# tiled_matmul_accumulator

tiled_matmul_accumulator/final_congestion.png
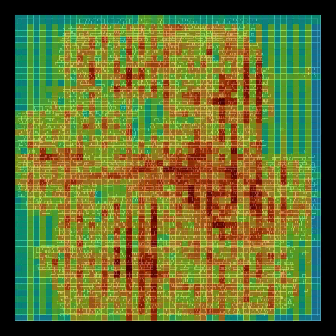

<file path="config.mk">
export PLATFORM = sky130hd
export DESIGN_NAME = tiled_matmul_accumulator
export DESIGN_NICKNAME = d
export VERILOG_FILES = /design/src/rtl/tiled_matmul_accumulator.sv
export SDC_FILE = /design/constraint.sdc
export NUM_CORES = 2
export LEC_CHECK = 0
export ABC_AREA = 0
export CORE_MARGIN = 3
export CORE_UTILIZATION = 40
export CTS_CLUSTER_DIAMETER = 30
export CTS_CLUSTER_SIZE = 24
export DETAILED_ROUTE_END_ITERATION = 16
export HOLD_SLACK_MARGIN = 0.12
export MAX_ROUTING_LAYER = met4
export PLACE_DENSITY = 0.58
export SYNTH_ARGS = -nofsm -noshare
export SYNTH_HDL_FRONTEND = slang
export SYNTH_SLANG_ARGS = --single-unit
</file>
<file path="constraint.sdc">
create_clock -name clk_i -period 8.8 [get_ports clk_i]
set_input_delay 0.88 -clock clk_i [delete_from_list [all_inputs] [get_ports clk_i]]
set_output_delay 0.88 -clock clk_i [all_outputs]
set_load 0.005 [all_outputs]
</file>
<file path="src/rtl/tiled_matmul_accumulator.sv">
`default_nettype none
// ============================================================================
//  Module      : tiled_matmul_accumulator
//  Description : Accumulates D = C + sum_t A_t * B_t over a job of
//                num_tiles_i tiles, one tile per input handshake. The result
//                is presented through a valid/ready output handshake. A
//                sticky flag reports signed overflow of the accumulator.
//                Optional build macro TILED_MAC_SATURATE_EN selects saturating
//                accumulation; without it, elements wrap modulo 2^ACC_W.
//  Revision    : 1.0 - initial release
// ============================================================================
module tiled_matmul_accumulator #(
    parameter int M          = 2,
    parameter int N          = 2,
    parameter int K          = 2,
    parameter int P          = 8,
    parameter int TILE_CNT_W = 8
) (
    input  logic                    clk_i,
    input  logic                    rst_ni,
    input  logic                    valid_in,
    output logic                    ready_in,
    input  logic signed [P-1:0]     A [M][K],
    input  logic signed [P-1:0]     B [K][N],
    input  logic signed [4*P-1:0]   C [M][N],
    input  logic [TILE_CNT_W-1:0]   num_tiles_i,
    output logic signed [4*P-1:0]   D [M][N],
    output logic                    valid_out,
    input  logic                    ready_out,
    output logic                    overflow_o,
    output logic                    busy_o
);

    localparam int c_ACC_W  = 4 * P;
    localparam int c_PROD_W = 2 * P;
    // Base plus K products can never exceed this width, so the sum is exact.
    localparam int c_WIDE_W = c_ACC_W + K + 1;
    localparam int c_TOP_W  = c_WIDE_W - c_ACC_W + 1;

    localparam logic [TILE_CNT_W-1:0] c_CNT_ONE  = TILE_CNT_W'(1);
    localparam logic [TILE_CNT_W-1:0] c_CNT_ZERO = '0;

`ifdef TILED_MAC_SATURATE_EN
    localparam logic signed [c_ACC_W-1:0] c_ACC_MAX = {1'b0, {(c_ACC_W-1){1'b1}}};
    localparam logic signed [c_ACC_W-1:0] c_ACC_MIN = {1'b1, {(c_ACC_W-1){1'b0}}};
`endif

    localparam logic [1:0] c_IDLE  = 2'd0;
    localparam logic [1:0] c_ACCUM = 2'd1;
    localparam logic [1:0] c_OUT   = 2'd2;

    logic [1:0]                  r_state;
    logic [1:0]                  w_state_next;
    logic signed [c_ACC_W-1:0]   r_acc [M][N];
    logic [TILE_CNT_W-1:0]       r_count;
    logic [TILE_CNT_W-1:0]       r_target;
    logic                        r_ovf;

    logic signed [c_PROD_W-1:0]  w_prod     [M][N][K];
    logic signed [c_ACC_W-1:0]   w_acc_next [M][N];
    logic                        w_ovf_any;
    logic                        w_accept;
    logic                        w_last_beat;
    logic [TILE_CNT_W-1:0]       w_target_in;

    assign w_accept    = valid_in & ready_in;
    // A tile count of zero is treated as a one-tile job.
    assign w_target_in = (num_tiles_i == c_CNT_ZERO) ? c_CNT_ONE : num_tiles_i;

    // Last beat: single-tile job in IDLE, or the beat that reaches the target in ACCUM.
    always_comb begin
        w_last_beat = 1'b0;
        case (r_state)
            c_IDLE:  w_last_beat = (w_target_in == c_CNT_ONE);
            c_ACCUM: w_last_beat = ((r_count + c_CNT_ONE) == r_target);
            default: w_last_beat = 1'b0;
        endcase
    end

    // State register.
    always_ff @(posedge clk_i or negedge rst_ni) begin
        if (!rst_ni) begin
            r_state <= c_IDLE;
        end else begin
            r_state <= w_state_next;
        end
    end

    // Next-state logic.
    always_comb begin
        w_state_next = r_state;
        case (r_state)
            c_IDLE: begin
                if (w_accept) begin
                    w_state_next = w_last_beat ? c_OUT : c_ACCUM;
                end
            end
            c_ACCUM: begin
                if (w_accept && w_last_beat) begin
                    w_state_next = c_OUT;
                end
            end
            c_OUT: begin
                if (ready_out) begin
                    w_state_next = c_IDLE;
                end
            end
            default: w_state_next = c_IDLE;
        endcase
    end

    // Handshake outputs decoded from the state.
    always_comb begin
        ready_in  = (r_state != c_OUT);
        valid_out = (r_state == c_OUT);
        busy_o    = (r_state != c_IDLE);
    end

    // Full-precision signed products of every A row / B column pair.
    always_comb begin
        for (int i = 0; i < M; i++) begin
            for (int j = 0; j < N; j++) begin
                for (int k = 0; k < K; k++) begin
                    w_prod[i][j][k] = c_PROD_W'(A[i][k]) * c_PROD_W'(B[k][j]);
                end
            end
        end
    end

    // Wide element sums with range check; the first beat of a job starts from C.
    always_comb begin
        logic signed [c_WIDE_W-1:0] w_sum;
        logic [c_TOP_W-1:0]         w_top;
        w_ovf_any = 1'b0;
        w_sum     = '0;
        w_top     = '0;
        for (int i = 0; i < M; i++) begin
            for (int j = 0; j < N; j++) begin
                w_sum = (r_state == c_IDLE) ? c_WIDE_W'(C[i][j]) : c_WIDE_W'(r_acc[i][j]);
                for (int k = 0; k < K; k++) begin
                    w_sum = w_sum + c_WIDE_W'(w_prod[i][j][k]);
                end
                // In range only if all bits above the ACC_W sign bit copy it.
                w_top = w_sum[c_WIDE_W-1:c_ACC_W-1];
                w_acc_next[i][j] = w_sum[c_ACC_W-1:0];
                if (!((&w_top) || (~|w_top))) begin
                    w_ovf_any = 1'b1;
`ifdef TILED_MAC_SATURATE_EN
                    w_acc_next[i][j] = w_sum[c_WIDE_W-1] ? c_ACC_MIN : c_ACC_MAX;
`endif
                end
            end
        end
    end

    // Accumulator, beat counter, target and sticky overflow update on each accepted beat.
    always_ff @(posedge clk_i or negedge rst_ni) begin
        if (!rst_ni) begin
            for (int i = 0; i < M; i++) begin
                for (int j = 0; j < N; j++) begin
                    r_acc[i][j] <= '0;
                end
            end
            r_count  <= '0;
            r_target <= '0;
            r_ovf    <= 1'b0;
        end else if (w_accept) begin
            case (r_state)
                c_IDLE: begin
                    for (int i = 0; i < M; i++) begin
                        for (int j = 0; j < N; j++) begin
                            r_acc[i][j] <= w_acc_next[i][j];
                        end
                    end
                    r_count  <= c_CNT_ONE;
                    r_target <= w_target_in;
                    r_ovf    <= w_ovf_any;
                end
                c_ACCUM: begin
                    for (int i = 0; i < M; i++) begin
                        for (int j = 0; j < N; j++) begin
                            r_acc[i][j] <= w_acc_next[i][j];
                        end
                    end
                    r_count <= r_count + c_CNT_ONE;
                    r_ovf   <= r_ovf | w_ovf_any;
                end
                default: ;
            endcase
        end
    end

    // Result is the registered accumulator; it only changes on accepted beats.
    always_comb begin
        for (int i = 0; i < M; i++) begin
            for (int j = 0; j < N; j++) begin
                D[i][j] = r_acc[i][j];
            end
        end
    end

    assign overflow_o = r_ovf;

endmodule
`default_nettype wire

</file>
# lpif_txrx_x8_asym2_quarter_master_gearbox_flat

==> config.mk <==
export PLATFORM = sky130hd
export DESIGN_NAME = lpif_txrx_x8_asym2_quarter_master_gearbox_flat
export DESIGN_NICKNAME = d
export VERILOG_FILES = /design/src/rtl/lpif_gearbox_pkg.sv /design/src/rtl/lpif_txrx_x8_asym2_quarter_master_gearbox_if.sv /design/src/rtl/lpif_quarter_unpack.sv /design/src/rtl/lpif_txrx_x8_asym2_quarter_master_gearbox.sv /design/src/flat_wrapper.sv
export SDC_FILE = /design/constraint.sdc
export NUM_CORES = 2
export LEC_CHECK = 0
export ABC_AREA = 1
export CORE_AREA = 2 2 562 564
export DETAILED_ROUTE_END_ITERATION = 10
export DIE_AREA = 0 0 564 566
export HOLD_SLACK_MARGIN = 0.05
export SLEW_MARGIN = 5
export SYNTH_ARGS = -nofsm -noshare
export SYNTH_HDL_FRONTEND = slang
export SYNTH_SLANG_ARGS = --single-unit
==> constraint.sdc <==
create_clock -name clk_wr -period 4.5 [get_ports clk_wr]
set_clock_uncertainty 0.05 [all_clocks]
set_input_delay 0.9 -clock clk_wr [delete_from_list [all_inputs] [get_ports clk_wr]]
set_output_delay 0.9 -clock clk_wr [all_outputs]
set_load 0.02 [all_outputs]
==> src/rtl/lpif_gearbox_pkg.sv <==
// Shared widths, field offsets and beat layout for the quarter-rate LPIF gearbox.
package lpif_gearbox_pkg;

    localparam int unsigned BEAT_W    = 145;
    localparam int unsigned NUM_SLOTS = 4;
    localparam int unsigned WORD_W    = BEAT_W * NUM_SLOTS;

    localparam int unsigned STATE_OFF     = 0;
    localparam int unsigned PROTID_OFF    = 4;
    localparam int unsigned DATA_OFF      = 6;
    localparam int unsigned DVALID_OFF    = 134;
    localparam int unsigned CRC_OFF       = 135;
    localparam int unsigned CRC_VALID_OFF = 143;
    localparam int unsigned VALID_OFF     = 144;

    // Declared MSB first so the struct overlays the raw 145-bit beat.
    typedef struct packed {
        logic         valid;
        logic         crc_valid;
        logic [7:0]   crc;
        logic         dvalid;
        logic [127:0] data;
        logic [1:0]   protid;
        logic [3:0]   state;
    } lpif_beat_t;

endpackage

==> src/rtl/lpif_txrx_x8_asym2_quarter_master_gearbox_if.sv <==
// Beat-side and FIFO-side signal bundle for the quarter-rate LPIF gearbox.
interface lpif_txrx_x8_asym2_quarter_master_gearbox_if;
    import lpif_gearbox_pkg::*;

    logic [BEAT_W-1:0] ustrm_beat;
    logic              ustrm_beat_vld;
    logic              ustrm_beat_rdy;
    logic [WORD_W-1:0] txfifo_upstream_data;
    logic              txfifo_push;
    logic              txfifo_full;
    logic [WORD_W-1:0] rxfifo_downstream_data;
    logic              rxfifo_pop;
    logic              rxfifo_empty;
    logic [BEAT_W-1:0] dstrm_beat;
    logic              dstrm_beat_vld;
    logic              dstrm_beat_rdy;
    logic              flush;

    modport master (
        input  ustrm_beat, ustrm_beat_vld, txfifo_full, rxfifo_downstream_data, rxfifo_empty,
        input  dstrm_beat_rdy, flush,
        output ustrm_beat_rdy, txfifo_upstream_data, txfifo_push, rxfifo_pop, dstrm_beat,
        output dstrm_beat_vld
    );

    modport slave (
        output ustrm_beat, ustrm_beat_vld, txfifo_full, rxfifo_downstream_data, rxfifo_empty,
        output dstrm_beat_rdy, flush,
        input  ustrm_beat_rdy, txfifo_upstream_data, txfifo_push, rxfifo_pop, dstrm_beat,
        input  dstrm_beat_vld
    );

endinterface

==> src/rtl/lpif_quarter_unpack.sv <==
// RX unpacker: pops one 4-beat word from a show-ahead FIFO and replays it a beat at a time.
module lpif_quarter_unpack
    import lpif_gearbox_pkg::*;
(
    input  logic              clk_wr,
    input  logic              rst_wr,
    input  logic [WORD_W-1:0] rxfifo_downstream_data,
    input  logic              rxfifo_empty,
    output logic              rxfifo_pop,
    output logic [BEAT_W-1:0] dstrm_beat,
    output logic              dstrm_beat_vld,
    input  logic              dstrm_beat_rdy
);

    lpif_beat_t [NUM_SLOTS-1:0] word_q;
    logic [1:0]                 rx_slot_q;
    logic                       rx_loaded_q;
    logic                       rx_hs;

    assign rx_hs = rx_loaded_q & dstrm_beat_rdy;

    // Reloading on the last handshake keeps the beat stream bubble-free.
    assign rxfifo_pop = ~rst_wr & ~rxfifo_empty &
                        (~rx_loaded_q | (rx_hs & (rx_slot_q == 2'd3)));

    assign dstrm_beat_vld = ~rst_wr & rx_loaded_q;
    assign dstrm_beat     = rst_wr ? '0 : word_q[rx_slot_q];

    always_ff @(posedge clk_wr) begin
        if (rst_wr) begin
            word_q      <= '0;
            rx_slot_q   <= 2'd0;
            rx_loaded_q <= 1'b0;
        end else if (rxfifo_pop) begin
            word_q      <= rxfifo_downstream_data;
            rx_slot_q   <= 2'd0;
            rx_loaded_q <= 1'b1;
        end else if (rx_hs) begin
            rx_slot_q <= rx_slot_q + 2'd1;
            if (rx_slot_q == 2'd3) begin
                rx_loaded_q <= 1'b0;
            end
        end
    end

endmodule

==> src/rtl/lpif_txrx_x8_asym2_quarter_master_gearbox.sv <==
// Quarter-rate LPIF gearbox: packs 4 TX beats per FIFO word, unpacks RX words into beats.
// Optional partial-word flush is built when LPIF_GEARBOX_FLUSH_EN is defined.
module lpif_txrx_x8_asym2_quarter_master_gearbox
    import lpif_gearbox_pkg::*;
#(
    parameter int unsigned FLUSH_TIMEOUT = 16
) (
    input logic clk_wr,
    input logic rst_wr,
    lpif_txrx_x8_asym2_quarter_master_gearbox_if.master bus
);

    lpif_beat_t [NUM_SLOTS-2:0] acc_q;
    lpif_beat_t [NUM_SLOTS-1:0] load_data;
    logic [1:0]                 tx_slot_q;
    logic [WORD_W-1:0]          hold_q;
    logic                       tx_pending_q;
    logic                       tx_accept;
    logic                       tx_push;
    logic                       load_full;
    logic                       load_word;
    logic                       flush_fire;

    assign bus.ustrm_beat_rdy = ~rst_wr & ~((tx_slot_q == 2'd3) & tx_pending_q & bus.txfifo_full);
    assign tx_accept          = bus.ustrm_beat_vld & bus.ustrm_beat_rdy;
    assign tx_push            = ~rst_wr & tx_pending_q & ~bus.txfifo_full;
    assign load_full          = tx_accept & (tx_slot_q == 2'd3);
    assign load_word          = load_full | flush_fire;

    assign bus.txfifo_push          = tx_push;
    assign bus.txfifo_upstream_data = rst_wr ? '0 : hold_q;

`ifdef LPIF_GEARBOX_FLUSH_EN
    localparam int unsigned CntW = $clog2(FLUSH_TIMEOUT + 1);

    logic [CntW-1:0] idle_cnt_q;
    logic            timed_out;

    assign timed_out  = idle_cnt_q == CntW'(FLUSH_TIMEOUT - 1);
    // Only fire when the holding register is free (or draining this cycle).
    assign flush_fire = (tx_slot_q != 2'd0) & ~tx_accept & (bus.flush | timed_out) &
                        (~tx_pending_q | tx_push);

    always_ff @(posedge clk_wr) begin
        if (rst_wr || tx_accept || (tx_slot_q == 2'd0)) begin
            idle_cnt_q <= '0;
        end else if (!timed_out) begin
            idle_cnt_q <= idle_cnt_q + CntW'(1);
        end
    end
`else
    logic unused_flush;

    assign unused_flush = bus.flush ^ (FLUSH_TIMEOUT != 0);
    assign flush_fire   = 1'b0;
`endif

    // Slots at or beyond tx_slot are zero, which pads a flushed partial word.
    always_comb begin
        load_data = '0;
        for (int k = 0; k < NUM_SLOTS - 1; k++) begin
            if (2'(k) < tx_slot_q) begin
                load_data[k] = acc_q[k];
            end
        end
        if (load_full) begin
            load_data[NUM_SLOTS-1] = bus.ustrm_beat;
        end
    end

    always_ff @(posedge clk_wr) begin
        if (rst_wr) begin
            acc_q        <= '0;
            tx_slot_q    <= 2'd0;
            hold_q       <= '0;
            tx_pending_q <= 1'b0;
        end else begin
            if (tx_accept && (tx_slot_q != 2'd3)) begin
                acc_q[tx_slot_q] <= bus.ustrm_beat;
            end
            if (flush_fire) begin
                tx_slot_q <= 2'd0;
            end else if (tx_accept) begin
                tx_slot_q <= tx_slot_q + 2'd1;
            end
            if (load_word) begin
                hold_q       <= load_data;
                tx_pending_q <= 1'b1;
            end else if (tx_push) begin
                tx_pending_q <= 1'b0;
            end
        end
    end

    lpif_quarter_unpack u_unpack (
        .clk_wr                 (clk_wr),
        .rst_wr                 (rst_wr),
        .rxfifo_downstream_data (bus.rxfifo_downstream_data),
        .rxfifo_empty           (bus.rxfifo_empty),
        .rxfifo_pop             (bus.rxfifo_pop),
        .dstrm_beat             (bus.dstrm_beat),
        .dstrm_beat_vld         (bus.dstrm_beat_vld),
        .dstrm_beat_rdy         (bus.dstrm_beat_rdy)
    );

endmodule

==> src/flat_wrapper.sv <==
// flat-port wrapper written by rule: the top's interface ports become plain ports
module lpif_txrx_x8_asym2_quarter_master_gearbox_flat import lpif_gearbox_pkg::*;
#(
    parameter int unsigned FLUSH_TIMEOUT = 16
)
  (clk_wr, rst_wr, bus_ustrm_beat, bus_ustrm_beat_vld, bus_txfifo_full, bus_rxfifo_downstream_data, bus_rxfifo_empty, bus_dstrm_beat_rdy, bus_flush, bus_ustrm_beat_rdy, bus_txfifo_upstream_data, bus_txfifo_push, bus_rxfifo_pop, bus_dstrm_beat, bus_dstrm_beat_vld);
  lpif_txrx_x8_asym2_quarter_master_gearbox_if bus_i ();
  input logic clk_wr;
  input logic rst_wr;
  input wire logic [$bits(bus_i.ustrm_beat)-1:0] bus_ustrm_beat;
  input wire logic [$bits(bus_i.ustrm_beat_vld)-1:0] bus_ustrm_beat_vld;
  input wire logic [$bits(bus_i.txfifo_full)-1:0] bus_txfifo_full;
  input wire logic [$bits(bus_i.rxfifo_downstream_data)-1:0] bus_rxfifo_downstream_data;
  input wire logic [$bits(bus_i.rxfifo_empty)-1:0] bus_rxfifo_empty;
  input wire logic [$bits(bus_i.dstrm_beat_rdy)-1:0] bus_dstrm_beat_rdy;
  input wire logic [$bits(bus_i.flush)-1:0] bus_flush;
  output wire logic [$bits(bus_i.ustrm_beat_rdy)-1:0] bus_ustrm_beat_rdy;
  output wire logic [$bits(bus_i.txfifo_upstream_data)-1:0] bus_txfifo_upstream_data;
  output wire logic [$bits(bus_i.txfifo_push)-1:0] bus_txfifo_push;
  output wire logic [$bits(bus_i.rxfifo_pop)-1:0] bus_rxfifo_pop;
  output wire logic [$bits(bus_i.dstrm_beat)-1:0] bus_dstrm_beat;
  output wire logic [$bits(bus_i.dstrm_beat_vld)-1:0] bus_dstrm_beat_vld;
  assign bus_i.ustrm_beat = bus_ustrm_beat;
  assign bus_i.ustrm_beat_vld = bus_ustrm_beat_vld;
  assign bus_i.txfifo_full = bus_txfifo_full;
  assign bus_i.rxfifo_downstream_data = bus_rxfifo_downstream_data;
  assign bus_i.rxfifo_empty = bus_rxfifo_empty;
  assign bus_i.dstrm_beat_rdy = bus_dstrm_beat_rdy;
  assign bus_i.flush = bus_flush;
  assign bus_ustrm_beat_rdy = bus_i.ustrm_beat_rdy;
  assign bus_txfifo_upstream_data = bus_i.txfifo_upstream_data;
  assign bus_txfifo_push = bus_i.txfifo_push;
  assign bus_rxfifo_pop = bus_i.rxfifo_pop;
  assign bus_dstrm_beat = bus_i.dstrm_beat;
  assign bus_dstrm_beat_vld = bus_i.dstrm_beat_vld;
  lpif_txrx_x8_asym2_quarter_master_gearbox #(.FLUSH_TIMEOUT(FLUSH_TIMEOUT)) u_core (.clk_wr(clk_wr), .rst_wr(rst_wr), .bus(bus_i));
endmodule
# ram32x4_arbiter

===== config.mk =====
export PLATFORM = sky130hd
export DESIGN_NAME = ram32x4_arbiter
export DESIGN_NICKNAME = d
export VERILOG_FILES = /design/src/rtl/ram32x4_pkg.sv /design/src/rtl/ram32x4_arbiter_rr_arb2.sv /design/src/rtl/ram32x4_arbiter.sv
export SDC_FILE = /design/constraint.sdc
export NUM_CORES = 1
export LEC_CHECK = 0
export ABC_AREA = 1
export CAP_MARGIN = 30
export CORE_ASPECT_RATIO = 1.75
export CORE_MARGIN = 2
export CORE_UTILIZATION = 45
export CTS_BUF_LIST = sky130_fd_sc_hd__clkbuf_8
export DETAILED_ROUTE_END_ITERATION = 6
export PLACE_DENSITY = 0.83
export REMOVE_ABC_BUFFERS = 1
export SLEW_MARGIN = 15
export SYNTH_ARGS = -nofsm -noshare
export SYNTH_HDL_FRONTEND = slang
export SYNTH_HIERARCHICAL = 1
export SYNTH_SLANG_ARGS = --single-unit

===== constraint.sdc =====
create_clock -name WCLK -period 3.1 [get_ports WCLK]
set_clock_uncertainty 0.2 [all_clocks]
set_input_delay 0.93 -clock WCLK [delete_from_list [all_inputs] [get_ports WCLK]]
set_output_delay 0.93 -clock WCLK [all_outputs]
set_load 0.02 [all_outputs]

===== src/rtl/ram32x4_pkg.sv =====
// Shared widths, depth and controller state encoding for the 32x4 RAM arbiter.
package ram32x4_pkg;
  localparam int ADDR_W = 5;
  localparam int DATA_W = 4;
  localparam int DEPTH  = 32;

  localparam logic [ADDR_W-1:0] LAST_ADDR = ADDR_W'(DEPTH - 1);

  typedef enum logic {
    ST_INIT = 1'b0,
    ST_RUN  = 1'b1
  } state_e;
endpackage


===== src/rtl/ram32x4_arbiter_rr_arb2.sv =====
// Two-way round-robin arbiter: combinational grants, pointer names the
// requester that wins when both ask.
module rr_arb2 (
  input  logic clk_i,
  input  logic rst_ni,
  input  logic en_i,
  input  logic req0_i,
  input  logic req1_i,
  output logic gnt0_o,
  output logic gnt1_o
);
  logic ptr_q;
  logic ptr_d;

  always_comb begin
    gnt0_o = en_i & req0_i & (~req1_i | ~ptr_q);
    gnt1_o = en_i & req1_i & (~req0_i | ptr_q);
    ptr_d  = ptr_q;
    // The requester just served yields priority to the other one.
    if (gnt0_o) begin
      ptr_d = 1'b1;
    end else if (gnt1_o) begin
      ptr_d = 1'b0;
    end
  end

  always_ff @(posedge clk_i or negedge rst_ni) begin
    if (!rst_ni) begin
      ptr_q <= 1'b0;
    end else begin
      ptr_q <= ptr_d;
    end
  end
endmodule


===== src/rtl/ram32x4_arbiter.sv =====
// Two-requester front end for an external 32x4 synchronous-write RAM with an
// optional post-reset fill sweep and registered per-requester read data.
module ram32x4_arbiter
  import ram32x4_pkg::*;
#(
  parameter bit                INIT_CLEAR = 1'b1,
  parameter logic [DATA_W-1:0] INIT_VALUE = 4'h0
) (
  input  logic              WCLK,
  input  logic              CLR_N,
  input  logic              REQ0,
  input  logic              REQ1,
  input  logic              WE0,
  input  logic              WE1,
  input  logic [ADDR_W-1:0] ADR0,
  input  logic [ADDR_W-1:0] ADR1,
  input  logic [DATA_W-1:0] DIN0,
  input  logic [DATA_W-1:0] DIN1,
  output logic              GNT0,
  output logic              GNT1,
  output logic [DATA_W-1:0] DOUT0,
  output logic [DATA_W-1:0] DOUT1,
  output logic              DVAL0,
  output logic              DVAL1,
  output logic [ADDR_W-1:0] RAM_A,
  output logic [DATA_W-1:0] RAM_D,
  output logic              RAM_WE,
  input  logic [DATA_W-1:0] RAM_O,
  output logic              BUSY
);
  state_e            state_q;
  logic              armed_q;
  logic [ADDR_W-1:0] sweep_q;
  logic [ADDR_W-1:0] ram_a_q;
  logic [ADDR_W-1:0] ram_a_d;
  logic [DATA_W-1:0] ram_d_q;
  logic [DATA_W-1:0] ram_d_d;
  logic              ram_we_d;
  logic [DATA_W-1:0] dout0_q;
  logic [DATA_W-1:0] dout1_q;
  logic              dval0_q;
  logic              dval1_q;
  logic              init_wr;
  logic              run_en;
  logic              gnt0;
  logic              gnt1;
  logic              rd0;
  logic              rd1;

  // armed_q keeps the first cycle after reset release free of RAM writes and grants.
  assign init_wr = armed_q && (state_q == ST_INIT);
  assign run_en  = armed_q && (state_q == ST_RUN);

  rr_arb2 u_arb (
    .clk_i  (WCLK),
    .rst_ni (CLR_N),
    .en_i   (run_en),
    .req0_i (REQ0),
    .req1_i (REQ1),
    .gnt0_o (gnt0),
    .gnt1_o (gnt1)
  );

  assign rd0 = gnt0 & ~WE0;
  assign rd1 = gnt1 & ~WE1;

  always_comb begin
    ram_a_d  = ram_a_q;
    ram_d_d  = ram_d_q;
    ram_we_d = 1'b0;
    if (init_wr) begin
      ram_a_d  = sweep_q;
      ram_d_d  = INIT_VALUE;
      ram_we_d = 1'b1;
    end else if (gnt1) begin
      ram_a_d  = ADR1;
      ram_d_d  = DIN1;
      ram_we_d = WE1;
    end else if (gnt0) begin
      ram_a_d  = ADR0;
      ram_d_d  = DIN0;
      ram_we_d = WE0;
    end
  end

  always_ff @(posedge WCLK or negedge CLR_N) begin
    if (!CLR_N) begin
      state_q <= INIT_CLEAR ? ST_INIT : ST_RUN;
      armed_q <= 1'b0;
      sweep_q <= '0;
      ram_a_q <= '0;
      ram_d_q <= '0;
    end else begin
      armed_q <= 1'b1;
      ram_a_q <= ram_a_d;
      ram_d_q <= ram_d_d;
      if (init_wr) begin
        sweep_q <= sweep_q + 1'b1;
        if (sweep_q == LAST_ADDR) begin
          state_q <= ST_RUN;
        end
      end
    end
  end

  // RAM_O is combinational from RAM_A, so the grant-cycle value is the read result.
  always_ff @(posedge WCLK or negedge CLR_N) begin
    if (!CLR_N) begin
      dout0_q <= '0;
      dout1_q <= '0;
      dval0_q <= 1'b0;
      dval1_q <= 1'b0;
    end else begin
      dval0_q <= rd0;
      dval1_q <= rd1;
      if (rd0) begin
        dout0_q <= RAM_O;
      end
      if (rd1) begin
        dout1_q <= RAM_O;
      end
    end
  end

  assign GNT0   = gnt0;
  assign GNT1   = gnt1;
  assign DOUT0  = dout0_q;
  assign DOUT1  = dout1_q;
  assign DVAL0  = dval0_q;
  assign DVAL1  = dval1_q;
  assign RAM_A  = ram_a_d;
  assign RAM_D  = ram_d_d;
  assign RAM_WE = ram_we_d;
  assign BUSY   = (state_q == ST_INIT);
endmodule


lpif_txrx_x8_asym2_quarter_master_gearbox_flat/cell_classes.png
Drawn at 1 px/um. Fill, decap, tap and diode cells in gray.
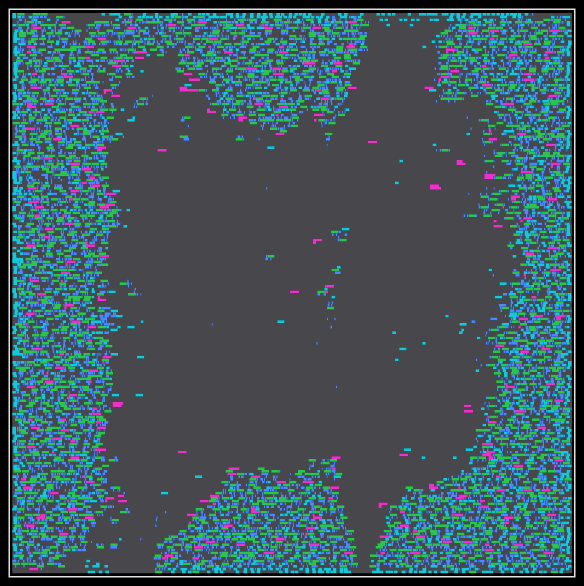
class	color	cells	share of their area
clock drivers and dummy loads	magenta	334	7.2%
all other logic	blue	7879	37%
other buffers and delay cells	cyan	1594	19%
flip-flops	green	1601	37%
post-route cell area: 91800 um2
flop share of the area: 34.9%
Site Rows: 206
placeable core region: 313000 um2

==> run notes, lpif_txrx_x8_asym2_quarter_master_gearbox_flat <==
Entry: Yosys synthesis followed by OpenROAD place and route.

STA:
- The run puts the final setup violation count at 0.
- The run gives the post-layout period usage of the worst path as 96.6%.
- Setup total negative slack on the finished layout was measured at 0 ns.

Worst setup path:
- Tracing the worst setup path back leads to its startpoint at u_core.u_unpack.rx_slot_q[1].
- In this run the worst setup path terminates at bus_dstrm_beat[74].

Logic synthesis:
- In the synthesis report, Yosys lists the chip area as 66800 um2.
- The run gives the net count after synthesis as 10900.
- The synthesized netlist devotes 0.0131% of its cell area to XOR and XNOR gates.

Die:
- The run puts the width of the die at 564 um.
- The share of the core area taken by cells at floorplan is 21.3%.

Finish:
- The final report gives the core utilization as 29.3%.
- The run gives the tally of clock buffers in the finished layout as 274.
- The run puts the area taken by flip-flops and latches at 32100 um2.

Routing:
- The run gives the total met3 wirelength after detailed routing as 25600 um.

Outcome:
- The run finished with clean final reports.

Global routing:
- The run puts the met2 usage at 27.6%.
lpif_txrx_x8_asym2_quarter_master_gearbox_flat: timing repair:
item                                   in CTS  in global routing
pin swaps                                   1                  0
endpoints found under the hold margin       0                  0
hold buffers                                0                  0
buffers inserted                            1                  0
setup endpoints to repair                  10                  1
gates resized                               2                  1
lpif_txrx_x8_asym2_quarter_master_gearbox_flat: flip-flops by register name (all words and copies together) (netlist names):
| register | flops |
|---|---|
| u_core.tx_slot_q | 2 |
| u_core.u_unpack.rx_slot_q | 2 |
| u_core.acc_q | 435 |
| u_core.u_unpack.rx_loaded_q | 1 |
| u_core.tx_pending_q | 1 |
| u_core.u_unpack.word_q | 580 |
| u_core.hold_q | 580 |
lpif_txrx_x8_asym2_quarter_master_gearbox_flat: worst register-to-register path, cell delays in order, from the launching register on:
cell                      delay [ns]
sky130_fd_sc_hd__dfxtp_4        0.78
sky130_fd_sc_hd__ha_1           0.27
sky130_fd_sc_hd__nand2_1        0.05
sky130_fd_sc_hd__nand2_1        0.17
sky130_fd_sc_hd__nand2_8        0.12
sky130_fd_sc_hd__nand2_8        0.37
sky130_fd_sc_hd__buf_4          0.85
sky130_fd_sc_hd__o21ai_0        0.36
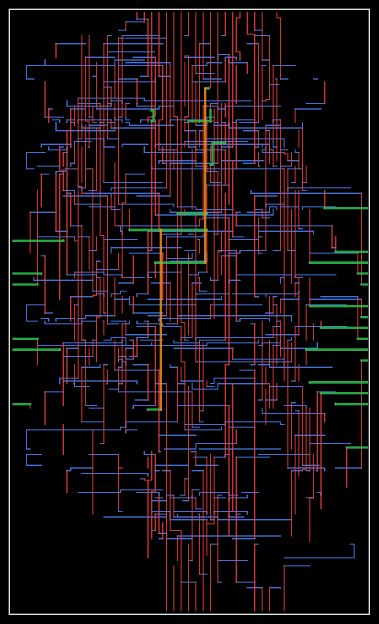
ram32x4_arbiter/metal_stack.png
Drawn at 8 px/um.
layer	color	wire length
met3	green	116 um
met1	blue	1370 um
met2	red	1990 um
met4	orange	44.2 um
average wire per cell in the routed design: 13.9 um
Detailed Route WL: 3520 um
combined global-route utilization of all metal layers: 21.3%
total via count after detailed routing: 1239

ram32x4_arbiter/cell_classes.png
Drawn at 8 px/um. Fill, decap, tap and diode cells in gray.
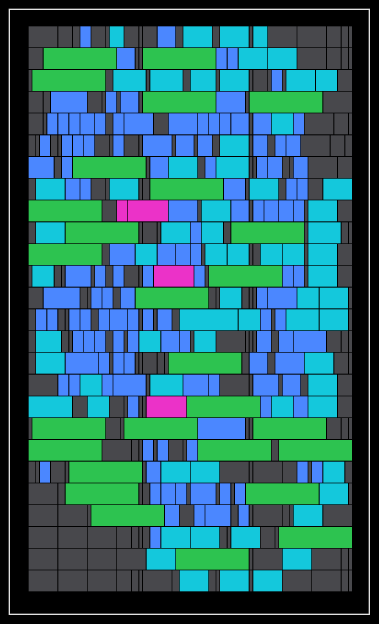
class	color	cells	share of their area
flip-flops	green	27	33%
clock drivers and dummy loads	magenta	4	2.2%
other buffers and delay cells	cyan	66	31%
all other logic	blue	128	33%
post-route cell area: 2050 um2
placeable core region: 2860 um2

==> run notes, ram32x4_arbiter <==
Entry: Yosys synthesis followed by OpenROAD place and route.

Worst setup path:
- The worst setup path is of the input pin to output port kind.
- The run puts the arrival time at the worst endpoint at 2.03 ns.

Die:
- According to the floorplan report, the die width is 44.8 um.
- For this floorplan the total number of well-tap instances is 28.
- The run puts the height of the die at 75.4 um.

Global routing:
- The run gives the number of antenna violations at the first check in global routing as 0.

STA:
- The run puts the worst path setup slack after routing at -0.0647 ns.
- Setup repair after global routing could not meet its margin everywhere.
- The last timing report of the flow puts the setup violation total at 5.

Clocking:
- The root buffer cell chosen for the clock tree is sky130_fd_sc_hd__clkbuf_8.
- The run puts the number of setup buffers added after CTS at 2.
- The run gives the TritonCTS clock tree as built.

Logic synthesis:
- The synthesis run identifies the leading combinational cell family as simple AND/OR/NAND/NOR gates.

Finish:
- The run puts the non-clock inverter total of the final layout at 23.

Run:
- The tool warning count for the run is 27.

Place:
- The run gives the half-perimeter wire length after placement as 2540 um.
- The run puts the quantity of I/O buffers inserted on ports at 50.

Outcome:
- The flow ran to the end, but the final reports show violations.
- The final reports fail on setup timing.
[ram32x4_arbiter: per-stage QoR]
step	utilization, %	hold slack [ns]	instances	worst slack, ns
4_1_cts	70.2	0.307	252	-0.0547
3_5_place_dp	67.5	0.287	245	-0.876
3_3_place_gp	67.5	0.264	245	-0.830
5_1_grt	71.7	0.326	253	-0.114
2_1_floorplan	-	0.267	154	-0.302
6_report	71.7	0.300	253	-0.0647
[ram32x4_arbiter: final timing paths]
kind                         endpoint  startpoint  slack, ns  cells after the start
max                            RAM_WE        REQ1      -0.06                      8
min                          DOUT0[0]    DOUT0[0]       0.30                      2
max reg2reg                ram_d_q[2]     state_q       1.01                     11
min reg2reg                  DOUT0[0]    DOUT0[0]       0.30                      2
max in group asynchronous     state_q       CLR_N       1.61                      2
min in group asynchronous  ram_d_q[0]       CLR_N       0.82                      2
[ram32x4_arbiter: routing by layer]
metal  vias to the layer above  wire (um)  global-route usage, %  part of all wire, %
li1                        616          -                      -                    -
met1                       585       1370                   24.5                   39
met2                        34       1990                   40.1                   57
met3                         4        115                   1.66                  3.3
met4                         0         44                   7.52                  1.2
met5                         -          0                      0                    0
tiled_matmul_accumulator/metal_stack.png
Drawn at 1.5 px/um.
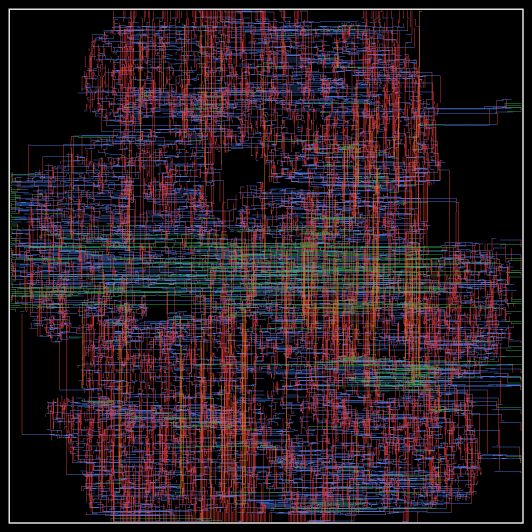
layer	color	wire length
met3	green	10000 um
met2	red	60.4 mm
met4	orange	4840 um
met1	blue	58.6 mm

About tiled_matmul_accumulator/final_congestion.png:
Final Core Density: 46.6%
most heavily used metal layer in global routing: met2
average wire per cell in the routed design: 20.0 um

==> run notes, tiled_matmul_accumulator <==
Entry: Yosys synthesis followed by OpenROAD place and route.

Worst setup path:
- The run gives the cell class contributing the biggest share of worst-path delay as adder cells.
- The run gives the largest fanout on the critical path as 9.
- STA classifies the critical path startpoint as an input pin.
- The run gives the arrival time at the worst endpoint as 8.56 ns.

Place:
- At the end of routability-driven placement, the weighted congestion stood at 0.973.

STA:
- The run gives the final setup violation count as 0.
- The run puts the max-slew violation total from the final report at 0.
- The run puts the setup clock skew after layout at 0.0223 ns.

Outcome:
- The run finished with clean final reports.

Die:
- The run puts the number of rows in the core area at 122.
- Pin placement for this block handled 336 I/O pins.

Clocking:
- TritonCTS built the clock tree.

Global routing:
- The run gives the global routing usage summed across all routing layers as 24.8%.

Routing:
- The violation tally recorded at the end of detailed-routing iteration 0 is 1572.

Logic synthesis:
- Synthesis inferred 147 register bits.
## tiled_matmul_accumulator: metal layers
layer	global-route usage [%]	vias up
met4	8.67	0
met3	6.44	161
met2	37.2	833
met1	32.5	16400
li1	-	15300
met5	-	-
## tiled_matmul_accumulator: kinds of logic (layout without fill, tap and decap cells)
family / after synthesis / after routing / share of synthesized area [%]
adder cells (fa/ha/maj): 1445 / 1445 / 55.6
buffers and inverters: 1458 / 1865 / 12.2
flip-flops: 147 / 147 / 8.17
other: 0 / 5 / 0
multiplexers: 146 / 146 / 3.63
XOR/XNOR: 140 / 140 / 2.72
AND-OR/OR-AND: 509 / 509 / 7.09
AND/OR/NAND/NOR: 948 / 948 / 10.6
## tiled_matmul_accumulator: repair_timing
item	CTS	global route
endpoints found under the setup margin	0	1
hold buffers	0	0
resized	0	1
## tiled_matmul_accumulator: layout make-up
type                    count  area (um2)
flip-flops and latches    147        3680
fillers                 10800       59400
clock buffers              19         453
repair buffers            504        4670
multi-input cells        3188       35900
inverters                1330        4990
clock inverters            12         178
well taps                1488        1860
diodes                      5        12.5

# dsp_stim_gen

--- src/rtl/dsp_stim_pkg.sv ---
// Shared types and constants for the stimulus generator and its PRBS source.
package dsp_stim_pkg;

    typedef enum logic [2:0] {
        MODE_IMPULSE = 3'd0,
        MODE_STEP    = 3'd1,
        MODE_RAMP    = 3'd2,
        MODE_PRBS    = 3'd3,
        MODE_SQUARE  = 3'd4
    } mode_e;

    typedef enum logic [1:0] {
        ST_IDLE = 2'd0,
        ST_RUN  = 2'd1,
        ST_DONE = 2'd2
    } state_e;

    // Taps for x^16 + x^14 + x^13 + x^11 + 1, i.e. state bits 15, 13, 12, 10.
    localparam logic [15:0] LFSR_TAPS         = 16'hB400;
    localparam logic [15:0] LFSR_DEFAULT_SEED = 16'hACE1;

endpackage

--- src/rtl/dsp_stim_gen_lfsr16.sv ---
// 16-bit Fibonacci LFSR used as the PRBS pattern source.
module lfsr16
    import dsp_stim_pkg::*;
#(
    parameter logic [15:0] gp_seed = LFSR_DEFAULT_SEED
) (
    input  logic        i_clk,
    input  logic        i_rst_an,
    input  logic        i_load,
    input  logic [15:0] i_seed,
    input  logic        i_advance,
    output logic [15:0] o_state
);

    logic [15:0] state_q;
    logic [15:0] state_d;
    logic        feedback;

    // Shift left, feeding the XOR of the tapped bits into bit 0; a load wins over an advance.
    always_comb begin
        feedback = ^(state_q & LFSR_TAPS);
        state_d  = state_q;
        if (i_load) begin
            state_d = i_seed;
        end else if (i_advance) begin
            state_d = {state_q[14:0], feedback};
        end
    end

    // State register; a non-zero reset value keeps the LFSR out of its lock-up state.
    always_ff @(posedge i_clk or negedge i_rst_an) begin
        if (!i_rst_an) begin
            state_q <= gp_seed;
        end else begin
            // NOTE: sequential state always uses non-blocking assignment so every register samples pre-edge values.
            state_q <= state_d;
        end
    end

    assign o_state = state_q;

endmodule

--- src/rtl/dsp_stim_gen.sv ---
// Built-in stimulus source: emits a bounded run of signed test samples, one per i_ena cycle.
module dsp_stim_gen
    import dsp_stim_pkg::*;
#(
    parameter int          gp_oup_width = 8,
    parameter int          gp_cnt_width = 16,
    parameter logic [15:0] gp_lfsr_seed = LFSR_DEFAULT_SEED
) (
    input  logic                           i_clk,
    input  logic                           i_rst_an,
    input  logic                           i_ena,
    input  logic                           i_start,
    input  logic [2:0]                     i_mode,
    input  logic [gp_cnt_width-1:0]        i_nr_samples,
    input  logic [gp_cnt_width-1:0]        i_period,
    output logic signed [gp_oup_width-1:0] o_data,
    output logic                           o_valid,
    output logic                           o_busy,
    output logic                           o_done,
    output logic [gp_cnt_width-1:0]        o_sample_cnt
);

    localparam int W = gp_oup_width;
    localparam int C = gp_cnt_width;

    localparam logic [W-1:0] MAX     = {1'b0, {(W-1){1'b1}}};
    localparam logic [W-1:0] NEG_MAX = {1'b1, {(W-2){1'b0}}, 1'b1};
    localparam logic [C-1:0] CNT_ONE = {{(C-1){1'b0}}, 1'b1};

    state_e         state_q, state_d;
    logic [2:0]     mode_q, mode_d;
    logic [C-1:0]   nr_q, nr_d;
    logic [C-1:0]   period_q, period_d;
    logic [C-1:0]   cnt_q, cnt_d;
    logic [C-1:0]   sq_cnt_q, sq_cnt_d;
    logic           sq_neg_q, sq_neg_d;
    logic [W-1:0]   data_q, data_d;
    logic           valid_q, valid_d;
    logic           done_q, done_d;

    logic [C-1:0]   cnt_inc;
    logic [C-1:0]   sq_cnt_inc;
    logic [W-1:0]   sample;
    logic           lfsr_load;
    logic           lfsr_advance;
    logic [15:0]    lfsr_state;

    lfsr16 #(
        .gp_seed (gp_lfsr_seed)
    ) u_lfsr (
        .i_clk     (i_clk),
        .i_rst_an  (i_rst_an),
        .i_load    (lfsr_load),
        .i_seed    (gp_lfsr_seed),
        .i_advance (lfsr_advance),
        .o_state   (lfsr_state)
    );

    assign cnt_inc    = cnt_q + CNT_ONE;
    assign sq_cnt_inc = sq_cnt_q + CNT_ONE;

    // Pattern mux: value of sample k = cnt_q for the latched mode.
    always_comb begin
        sample = '0;
        case (mode_q)
            MODE_IMPULSE: sample = (cnt_q == '0) ? MAX : '0;
            MODE_STEP:    sample = MAX;
            MODE_RAMP:    sample = cnt_q[W-1:0];
            MODE_PRBS:    sample = lfsr_state[W-1:0];
            MODE_SQUARE:  sample = sq_neg_q ? NEG_MAX : MAX;
            default:      sample = '0;
        endcase
    end

    // Next-state and output logic of the run controller.
    always_comb begin
        // NOTE: every signal gets a default before the case so no path leaves one unassigned (no latches).
        state_d      = state_q;
        mode_d       = mode_q;
        nr_d         = nr_q;
        period_d     = period_q;
        cnt_d        = cnt_q;
        sq_cnt_d     = sq_cnt_q;
        sq_neg_d     = sq_neg_q;
        data_d       = data_q;
        valid_d      = 1'b0;
        done_d       = 1'b0;
        lfsr_load    = 1'b0;
        lfsr_advance = 1'b0;
        case (state_q)
            ST_IDLE: begin
                data_d = '0;
                if (i_start) begin
                    mode_d    = i_mode;
                    nr_d      = i_nr_samples;
                    period_d  = (i_period == '0) ? CNT_ONE : i_period;
                    cnt_d     = '0;
                    sq_cnt_d  = '0;
                    sq_neg_d  = 1'b0;
                    lfsr_load = 1'b1;
                    state_d   = (i_nr_samples == '0) ? ST_DONE : ST_RUN;
                end
            end
            ST_RUN: begin
                if (i_ena) begin
                    data_d       = sample;
                    valid_d      = 1'b1;
                    cnt_d        = cnt_inc;
                    lfsr_advance = 1'b1;
                    if (sq_cnt_inc == period_q) begin
                        sq_cnt_d = '0;
                        sq_neg_d = ~sq_neg_q;
                    end else begin
                        sq_cnt_d = sq_cnt_inc;
                    end
                    if (cnt_inc == nr_q) begin
                        state_d = ST_DONE;
                    end
                end
            end
            ST_DONE: begin
                data_d  = '0;
                done_d  = 1'b1;
                state_d = ST_IDLE;
            end
            default: begin
                data_d  = '0;
                state_d = ST_IDLE;
            end
        endcase
    end

    // State, latched run parameters and registered outputs.
    always_ff @(posedge i_clk or negedge i_rst_an) begin
        if (!i_rst_an) begin
            state_q  <= ST_IDLE;
            mode_q   <= '0;
            nr_q     <= '0;
            period_q <= '0;
            cnt_q    <= '0;
            sq_cnt_q <= '0;
            sq_neg_q <= 1'b0;
            data_q   <= '0;
            valid_q  <= 1'b0;
            done_q   <= 1'b0;
        end else begin
            state_q  <= state_d;
            mode_q   <= mode_d;
            nr_q     <= nr_d;
            period_q <= period_d;
            cnt_q    <= cnt_d;
            sq_cnt_q <= sq_cnt_d;
            sq_neg_q <= sq_neg_d;
            data_q   <= data_d;
            valid_q  <= valid_d;
            done_q   <= done_d;
        end
    end

    assign o_data       = data_q;
    assign o_valid      = valid_q;
    assign o_busy       = (state_q != ST_IDLE);
    assign o_done       = done_q;
    assign o_sample_cnt = cnt_q;

endmodule

--- config.mk ---
export PLATFORM = sky130hd
export DESIGN_NAME = dsp_stim_gen
export DESIGN_NICKNAME = d
export VERILOG_FILES = /design/src/rtl/dsp_stim_pkg.sv /design/src/rtl/dsp_stim_gen_lfsr16.sv /design/src/rtl/dsp_stim_gen.sv
export SDC_FILE = /design/constraint.sdc
export NUM_CORES = 1
export LEC_CHECK = 0
export ABC_AREA = 1
export ABC_CLOCK_PERIOD_IN_PS = 2700
export CORE_ASPECT_RATIO = 1.2
export CORE_UTILIZATION = 55
export DETAILED_ROUTE_END_ITERATION = 7
export HOLD_SLACK_MARGIN = 0.02
export PLACE_DENSITY_LB_ADDON = 0.3
export SKIP_CTS_REPAIR_TIMING = 1
export SYNTH_ARGS = -nofsm -noshare
export SYNTH_HDL_FRONTEND = slang
export SYNTH_SLANG_ARGS = --single-unit
--- constraint.sdc ---
create_clock -name i_clk -period 2.7 [get_ports i_clk]
set_input_delay 0.27 -clock i_clk [delete_from_list [all_inputs] [get_ports i_clk]]
set_output_delay 0.27 -clock i_clk [all_outputs]
set_load 0.03 [all_outputs]
# wptr_full

## config.mk

```make
export PLATFORM = sky130hd
export DESIGN_NAME = wptr_full
export DESIGN_NICKNAME = d
export VERILOG_FILES = /design/src/rtl/wptr_full.sv
export SDC_FILE = /design/constraint.sdc
export NUM_CORES = 1
export LEC_CHECK = 0
export CORE_MARGIN = 2
export CORE_UTILIZATION = 51
export CTS_BUF_LIST = sky130_fd_sc_hd__clkbuf_4 sky130_fd_sc_hd__clkbuf_8 sky130_fd_sc_hd__clkbuf_16
export CTS_CLUSTER_DIAMETER = 200
export CTS_CLUSTER_SIZE = 24
export DETAILED_ROUTE_END_ITERATION = 10
export PLACE_DENSITY = 0.81
export RECOVER_POWER = 100
export SYNTH_ARGS = -nofsm -noshare
export SYNTH_HDL_FRONTEND = slang
export SYNTH_SLANG_ARGS = --single-unit
export TNS_END_PERCENT = 5
```

## constraint.sdc

```tcl
create_clock -name wr_clk -period 3.9 [get_ports wr_clk]
set_clock_uncertainty 0.05 [all_clocks]
set_input_delay 0.78 -clock wr_clk [delete_from_list [all_inputs] [get_ports wr_clk]]
set_output_delay 0.78 -clock wr_clk [all_outputs]
set_load 0.005 [all_outputs]
```

## src/rtl/wptr_full.sv

```systemverilog
`default_nettype none
// +--------------------------------------------------------------------------+
// | wptr_full: write-side pointer, Gray export and full flag of an async FIFO |
// | Optional almost_full output: define WPTR_ALMOST_FULL_EN.   Rev 1.0        |
// +--------------------------------------------------------------------------+
module wptr_full #(
  parameter  int DEPTH    = 16,
  parameter  int AF_LEVEL = DEPTH - 2,
  localparam int ADDR_W   = $clog2(DEPTH)
) (
  input  logic              wr_clk,
  input  logic              wr_rst,
  input  logic              wr_en,
  input  logic [ADDR_W:0]   rd_gray_ptr,
  output logic [ADDR_W-1:0] wr_ptr,
  output logic [ADDR_W:0]   wr_gray_ptr,
  output logic              full,
`ifdef WPTR_ALMOST_FULL_EN
  output logic              almost_full,
`endif
  output logic [ADDR_W:0]   wr_count
);

  if (DEPTH < 4 || (DEPTH & (DEPTH - 1)) != 0 || AF_LEVEL > DEPTH) begin : g_bad_params
    $error("wptr_full: DEPTH must be a power of 2 >= 4 and AF_LEVEL <= DEPTH");
  end

  function automatic logic [ADDR_W:0] gray2bin(input logic [ADDR_W:0] g);
    logic [ADDR_W:0] b;
    b[ADDR_W] = g[ADDR_W];
    for (int i = ADDR_W - 1; i >= 0; i--) begin
      b[i] = b[i+1] ^ g[i];
    end
    return b;
  endfunction

  logic [ADDR_W:0] r_rq1;
  logic [ADDR_W:0] r_rq2;
  logic [ADDR_W:0] r_wbin;
  logic [ADDR_W:0] r_wgray;
  logic            r_full;

  logic            w_accept;
  logic [ADDR_W:0] w_wbin_next;
  logic [ADDR_W:0] w_wgray_next;
  logic [ADDR_W:0] w_rbin;
  logic            w_full_next;

  assign w_accept     = wr_en & ~r_full;
  assign w_wbin_next  = r_wbin + {{ADDR_W{1'b0}}, w_accept};
  assign w_wgray_next = w_wbin_next ^ (w_wbin_next >> 1);
  assign w_rbin       = gray2bin(r_rq2);
  // Full when the next write pointer has lapped the read pointer exactly once.
  assign w_full_next  = (w_wgray_next == {~r_rq2[ADDR_W:ADDR_W-1], r_rq2[ADDR_W-2:0]});

  always_ff @(posedge wr_clk or negedge wr_rst) begin
    if (!wr_rst) begin
      r_rq1   <= '0;
      r_rq2   <= '0;
      r_wbin  <= '0;
      r_wgray <= '0;
      r_full  <= 1'b0;
    end else begin
      r_rq1   <= rd_gray_ptr;
      r_rq2   <= r_rq1;
      r_wbin  <= w_wbin_next;
      r_wgray <= w_wgray_next;
      r_full  <= w_full_next;
    end
  end

`ifdef WPTR_ALMOST_FULL_EN
  localparam logic [ADDR_W:0] C_AF_LEVEL = AF_LEVEL[ADDR_W:0];

  logic            r_afull;
  logic [ADDR_W:0] w_occ_next;

  assign w_occ_next = w_wbin_next - w_rbin;

  always_ff @(posedge wr_clk or negedge wr_rst) begin
    if (!wr_rst) begin
      r_afull <= 1'b0;
    end else begin
      r_afull <= (w_occ_next >= C_AF_LEVEL);
    end
  end

  assign almost_full = r_afull;
`endif

  assign wr_ptr      = r_wbin[ADDR_W-1:0];
  assign wr_gray_ptr = r_wgray;
  assign full        = r_full;
  assign wr_count    = r_wbin - w_rbin;

endmodule
`default_nettype wire
```

dsp_stim_gen/cell_classes.png
Drawn at 4 px/um. Fill, decap, tap and diode cells in gray.
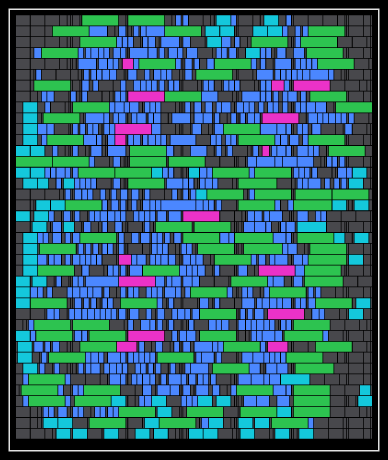
class	color	cells	share of their area
flip-flops	green	96	38%
clock drivers and dummy loads	magenta	16	4.6%
all other logic	blue	587	45%
other buffers and delay cells	cyan	75	12%
placeable core region: 9470 um2
flop share of the area: 37.4%
Final Core Density: 68.2%
post-route cell area: 6450 um2

==> run notes, dsp_stim_gen <==
Entry: Yosys synthesis followed by OpenROAD place and route.

Worst setup path:
- The launch point of the worst register-to-register path is recorded as sq_cnt_q[0].
- The critical path goes through ha_1, nand3_1, nor2_1, nand2_1, nand3_1, nand2_1, nor2_1, nand2_1, nor2_2, nand3_4, nand2_4, o21ai_0.
- The run gives the critical path endpoint as sq_cnt_q[0].
- The run gives the internal reg-to-reg setup slack as 0.43 ns.

Run:
- The run gives the number of max-cap violations as 0.

Global routing:
- The run gives the global-route wire length before repair as 22400 um.
- The run gives the via count of the first global-routing pass as 4687.

Finish:
- The run puts the total of plain and repair buffers excluding clock buffers at 75.
- The class occupying the most area after layout is reported as logic gates.
- Counting only logic cells after layout, the most numerous master is sky130_fd_sc_hd__nand2_1.

Logic synthesis:
- The run puts the count of library flops with an enable pin at 0.
- The run gives the area fraction in full adders, half adders and majority gates as 0.702%.

Outcome:
- The flow ran to the end, and the final reports show no timing, DRC or antenna violations.

STA:
- The slew check shows that the tightest pin keeps a relative margin of 52.7%.
- The run gives the final total negative setup slack as 0 ns.

Clocking:
- The run gives the buffer cell driving the clock tree root as sky130_fd_sc_hd__clkbuf_16.
- The run puts the clock-pin transition on the worst setup and hold timing paths at 0.07 ns.

Die:
- The run puts the width of the die at 92.0 um.
- The run gives the chip area as 10100 um2.

Routing:
- The run gives the number of vias per cell as 5.49.
- The run gives the number of nets still failing antenna checks after routing as 0.
-- dsp_stim_gen: metal layers --
metal / up-vias / global-route usage (%) / share of wire [%]
li1: 2418 / - / -
met1: 2295 / 40.5 / 46
met2: 180 / 43.7 / 45
met3: 33 / 5.69 / 6.3
met4: 0 / 11.6 / 2.3
met5: - / 0 / 0
-- dsp_stim_gen: power by group through the flow --
stage          combinational [W]  sequential (W)  clock (W)
6_report                 0.00252         0.00230    0.00123
5_1_grt                  0.00281         0.00236    0.00132
4_1_cts                  0.00251         0.00229    0.00125
3_5_place_dp             0.00249         0.00230          0
3_3_place_gp             0.00242         0.00229          0
2_1_floorplan            0.00165         0.00234          0
-- dsp_stim_gen: stage by stage --
stage	worst slack [ns]	instances	hold WS, ns
2_1_floorplan	0.790	700	-0.0256
3_3_place_gp	0.578	880	0.294
3_5_place_dp	0.531	880	0.298
4_1_cts	0.488	896	-0.0671
5_1_grt	0.211	897	0.501
6_report	0.433	897	0.456
-- dsp_stim_gen: registers in the layout, summed over array words and instances (netlist names) --
signal and flops:
u_lfsr.o_state 16, o_valid 1, sq_cnt_q 16, nr_q 16, period_q 16, sq_neg_q 1
state_q 2, o_sample_cnt 16, mode_q 3, o_done 1, o_data 8
wptr_full/clock_map.png
Drawn at 8 px/um.
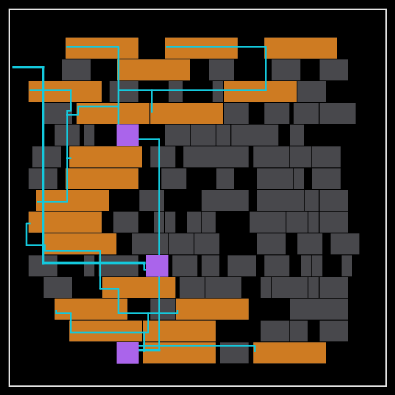
[clock wires] cyan | length: 234 um
[cells driving clock nets] purple | count: 3
[flip-flops] orange | count: 20
routed clock nets	4

wptr_full/metal_stack.png
Drawn at 10 px/um.
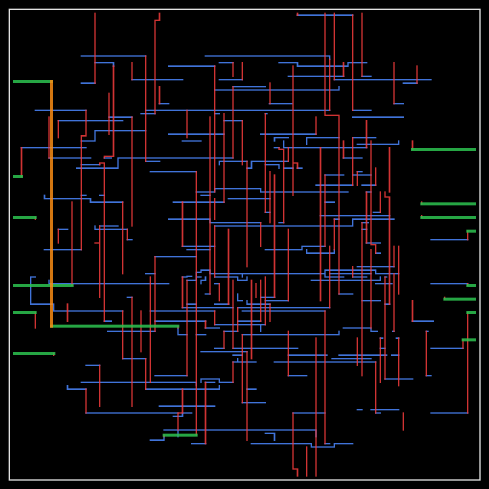
layer	color	wire length
met4	orange	24.5 um
met3	green	57.0 um
met1	blue	651 um
met2	red	693 um

==> run notes, wptr_full <==
Entry: Yosys synthesis followed by OpenROAD place and route.

STA:
- On the final layout, the worst hold slack is 0.307 ns.
- The run gives the post-layout period usage of the worst path as 93.5%.
- The run gives the max-slew violation total from the final report as 0.

Place:
- As logged by OpenROAD, the buffers inserted on ports number 22.
- The run gives the final weighted congestion of routability-driven global placement as 0.690.

Min path:
- The tightest min-delay check is of the flop to flop type.

Global routing:
- The via count of the first global-routing pass is 535.
- The run gives the met3 capacity usage during global routing as 2.31%.

Routing:
- The run gives the number of nets still failing antenna checks after routing as 0.
- The run gives the routed wire length on met2 as 693 um.

Finish:
- The run gives the share of cells above drive strength 1 as 7.14%.

Pwr:
- The run gives the clock share of power as 11.4%.
- The run puts the switching component of the power at 0.000345 W.

Logic synthesis:
- The run puts the proportion of register bits with asynchronous set or reset after synthesis at 100%.
- For this run, the chip area from Yosys synthesis comes to 940 um2.

Die:
- According to the I/O placement log, the pin count is 23.

Outcome:
- The flow ran to the end, and the final reports show no timing, DRC or antenna violations.

Worst setup path:
- In this run the worst path has a maximum fanout of 3.
==> wptr_full: final timing paths <==
kind / startpoint / endpoint / slack (ns) / cells after the start
setup / recovery: r_rq2[3] / wr_count[2] / 0.26 / 8
hold / removal: r_rq1[4] / r_rq2[4] / 0.31 / 0
setup reg to reg: r_wbin[0] / full / 1.70 / 6
hold reg to reg: r_rq1[4] / r_rq2[4] / 0.31 / 0
max in group asynchronous: wr_rst / wr_gray_ptr[0] / 2.31 / 1
min in group asynchronous: wr_rst / wr_gray_ptr[3] / 0.97 / 1
==> wptr_full: power groups by stage <==
| stage | logic, W | registers [W] | clock network (W) |
|---|---|---|---|
| 4_1_cts | 0.000636 | 0.000322 | 0.000121 |
| 5_1_grt | 0.000653 | 0.000327 | 0.000128 |
| 3_3_place_gp | 0.000617 | 0.000323 | 0 |
| 6_report | 0.000587 | 0.000317 | 0.000116 |
| 3_5_place_dp | 0.000629 | 0.000325 | 0 |
| 2_1_floorplan | 0.000350 | 0.000323 | 0 |
==> wptr_full: registers in the layout (all words and copies together) (netlist names) <==
signal,count
wr_gray_ptr,4
r_wbin,5
r_rq2,5
r_rq1,5
full,1

==> screenshots <==
Routing congestion map.
shot_01.png
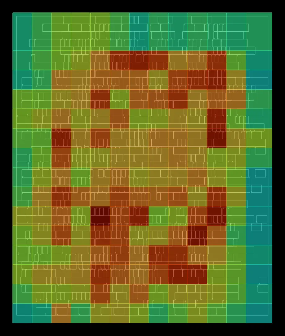
shot_02.png
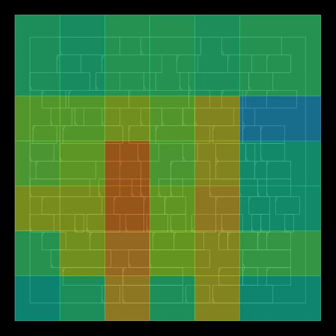
- shot_02.png = wptr_full
- shot_01.png = dsp_stim_gen
- most wire per cell: shot_01.png
- highest track usage: shot_01.png



==> layout pictures side by side <==
Clock distribution.
panel A
Drawn at 3 px/um.
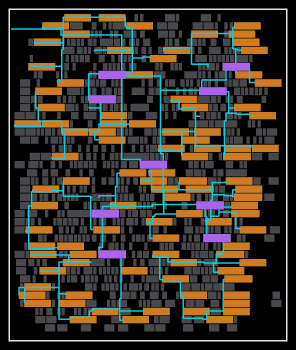
panel B
Drawn at 1 px/um.
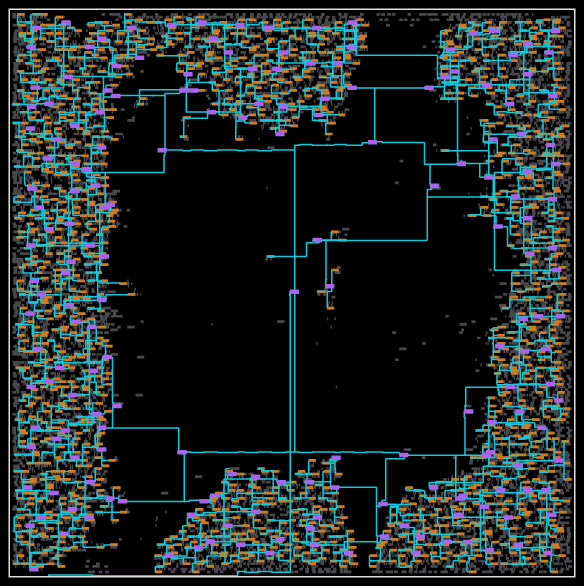
panel C
Drawn at 1 px/um.
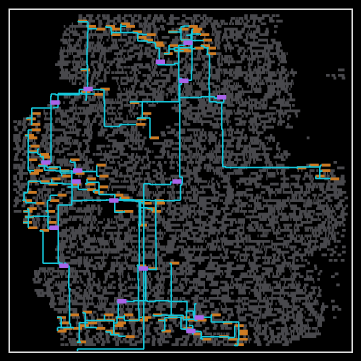
panel D
Drawn at 6 px/um.
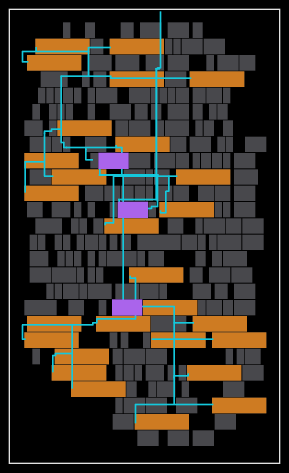
ram32x4_arbiter is panel D.
lpif_txrx_x8_asym2_quarter_master_gearbox_flat is panel B.
dsp_stim_gen is panel A.
tiled_matmul_accumulator is panel C.
The one with the largest die is panel B.
The one with the smallest die is panel D.

Key to panel C:
[cells driving clock nets] purple | count: 17
[flip-flops] orange | count: 147
[clock wires] cyan | length: 3590 um
routed clock nets	18

Power is estimated from default activity; no workload was simulated.
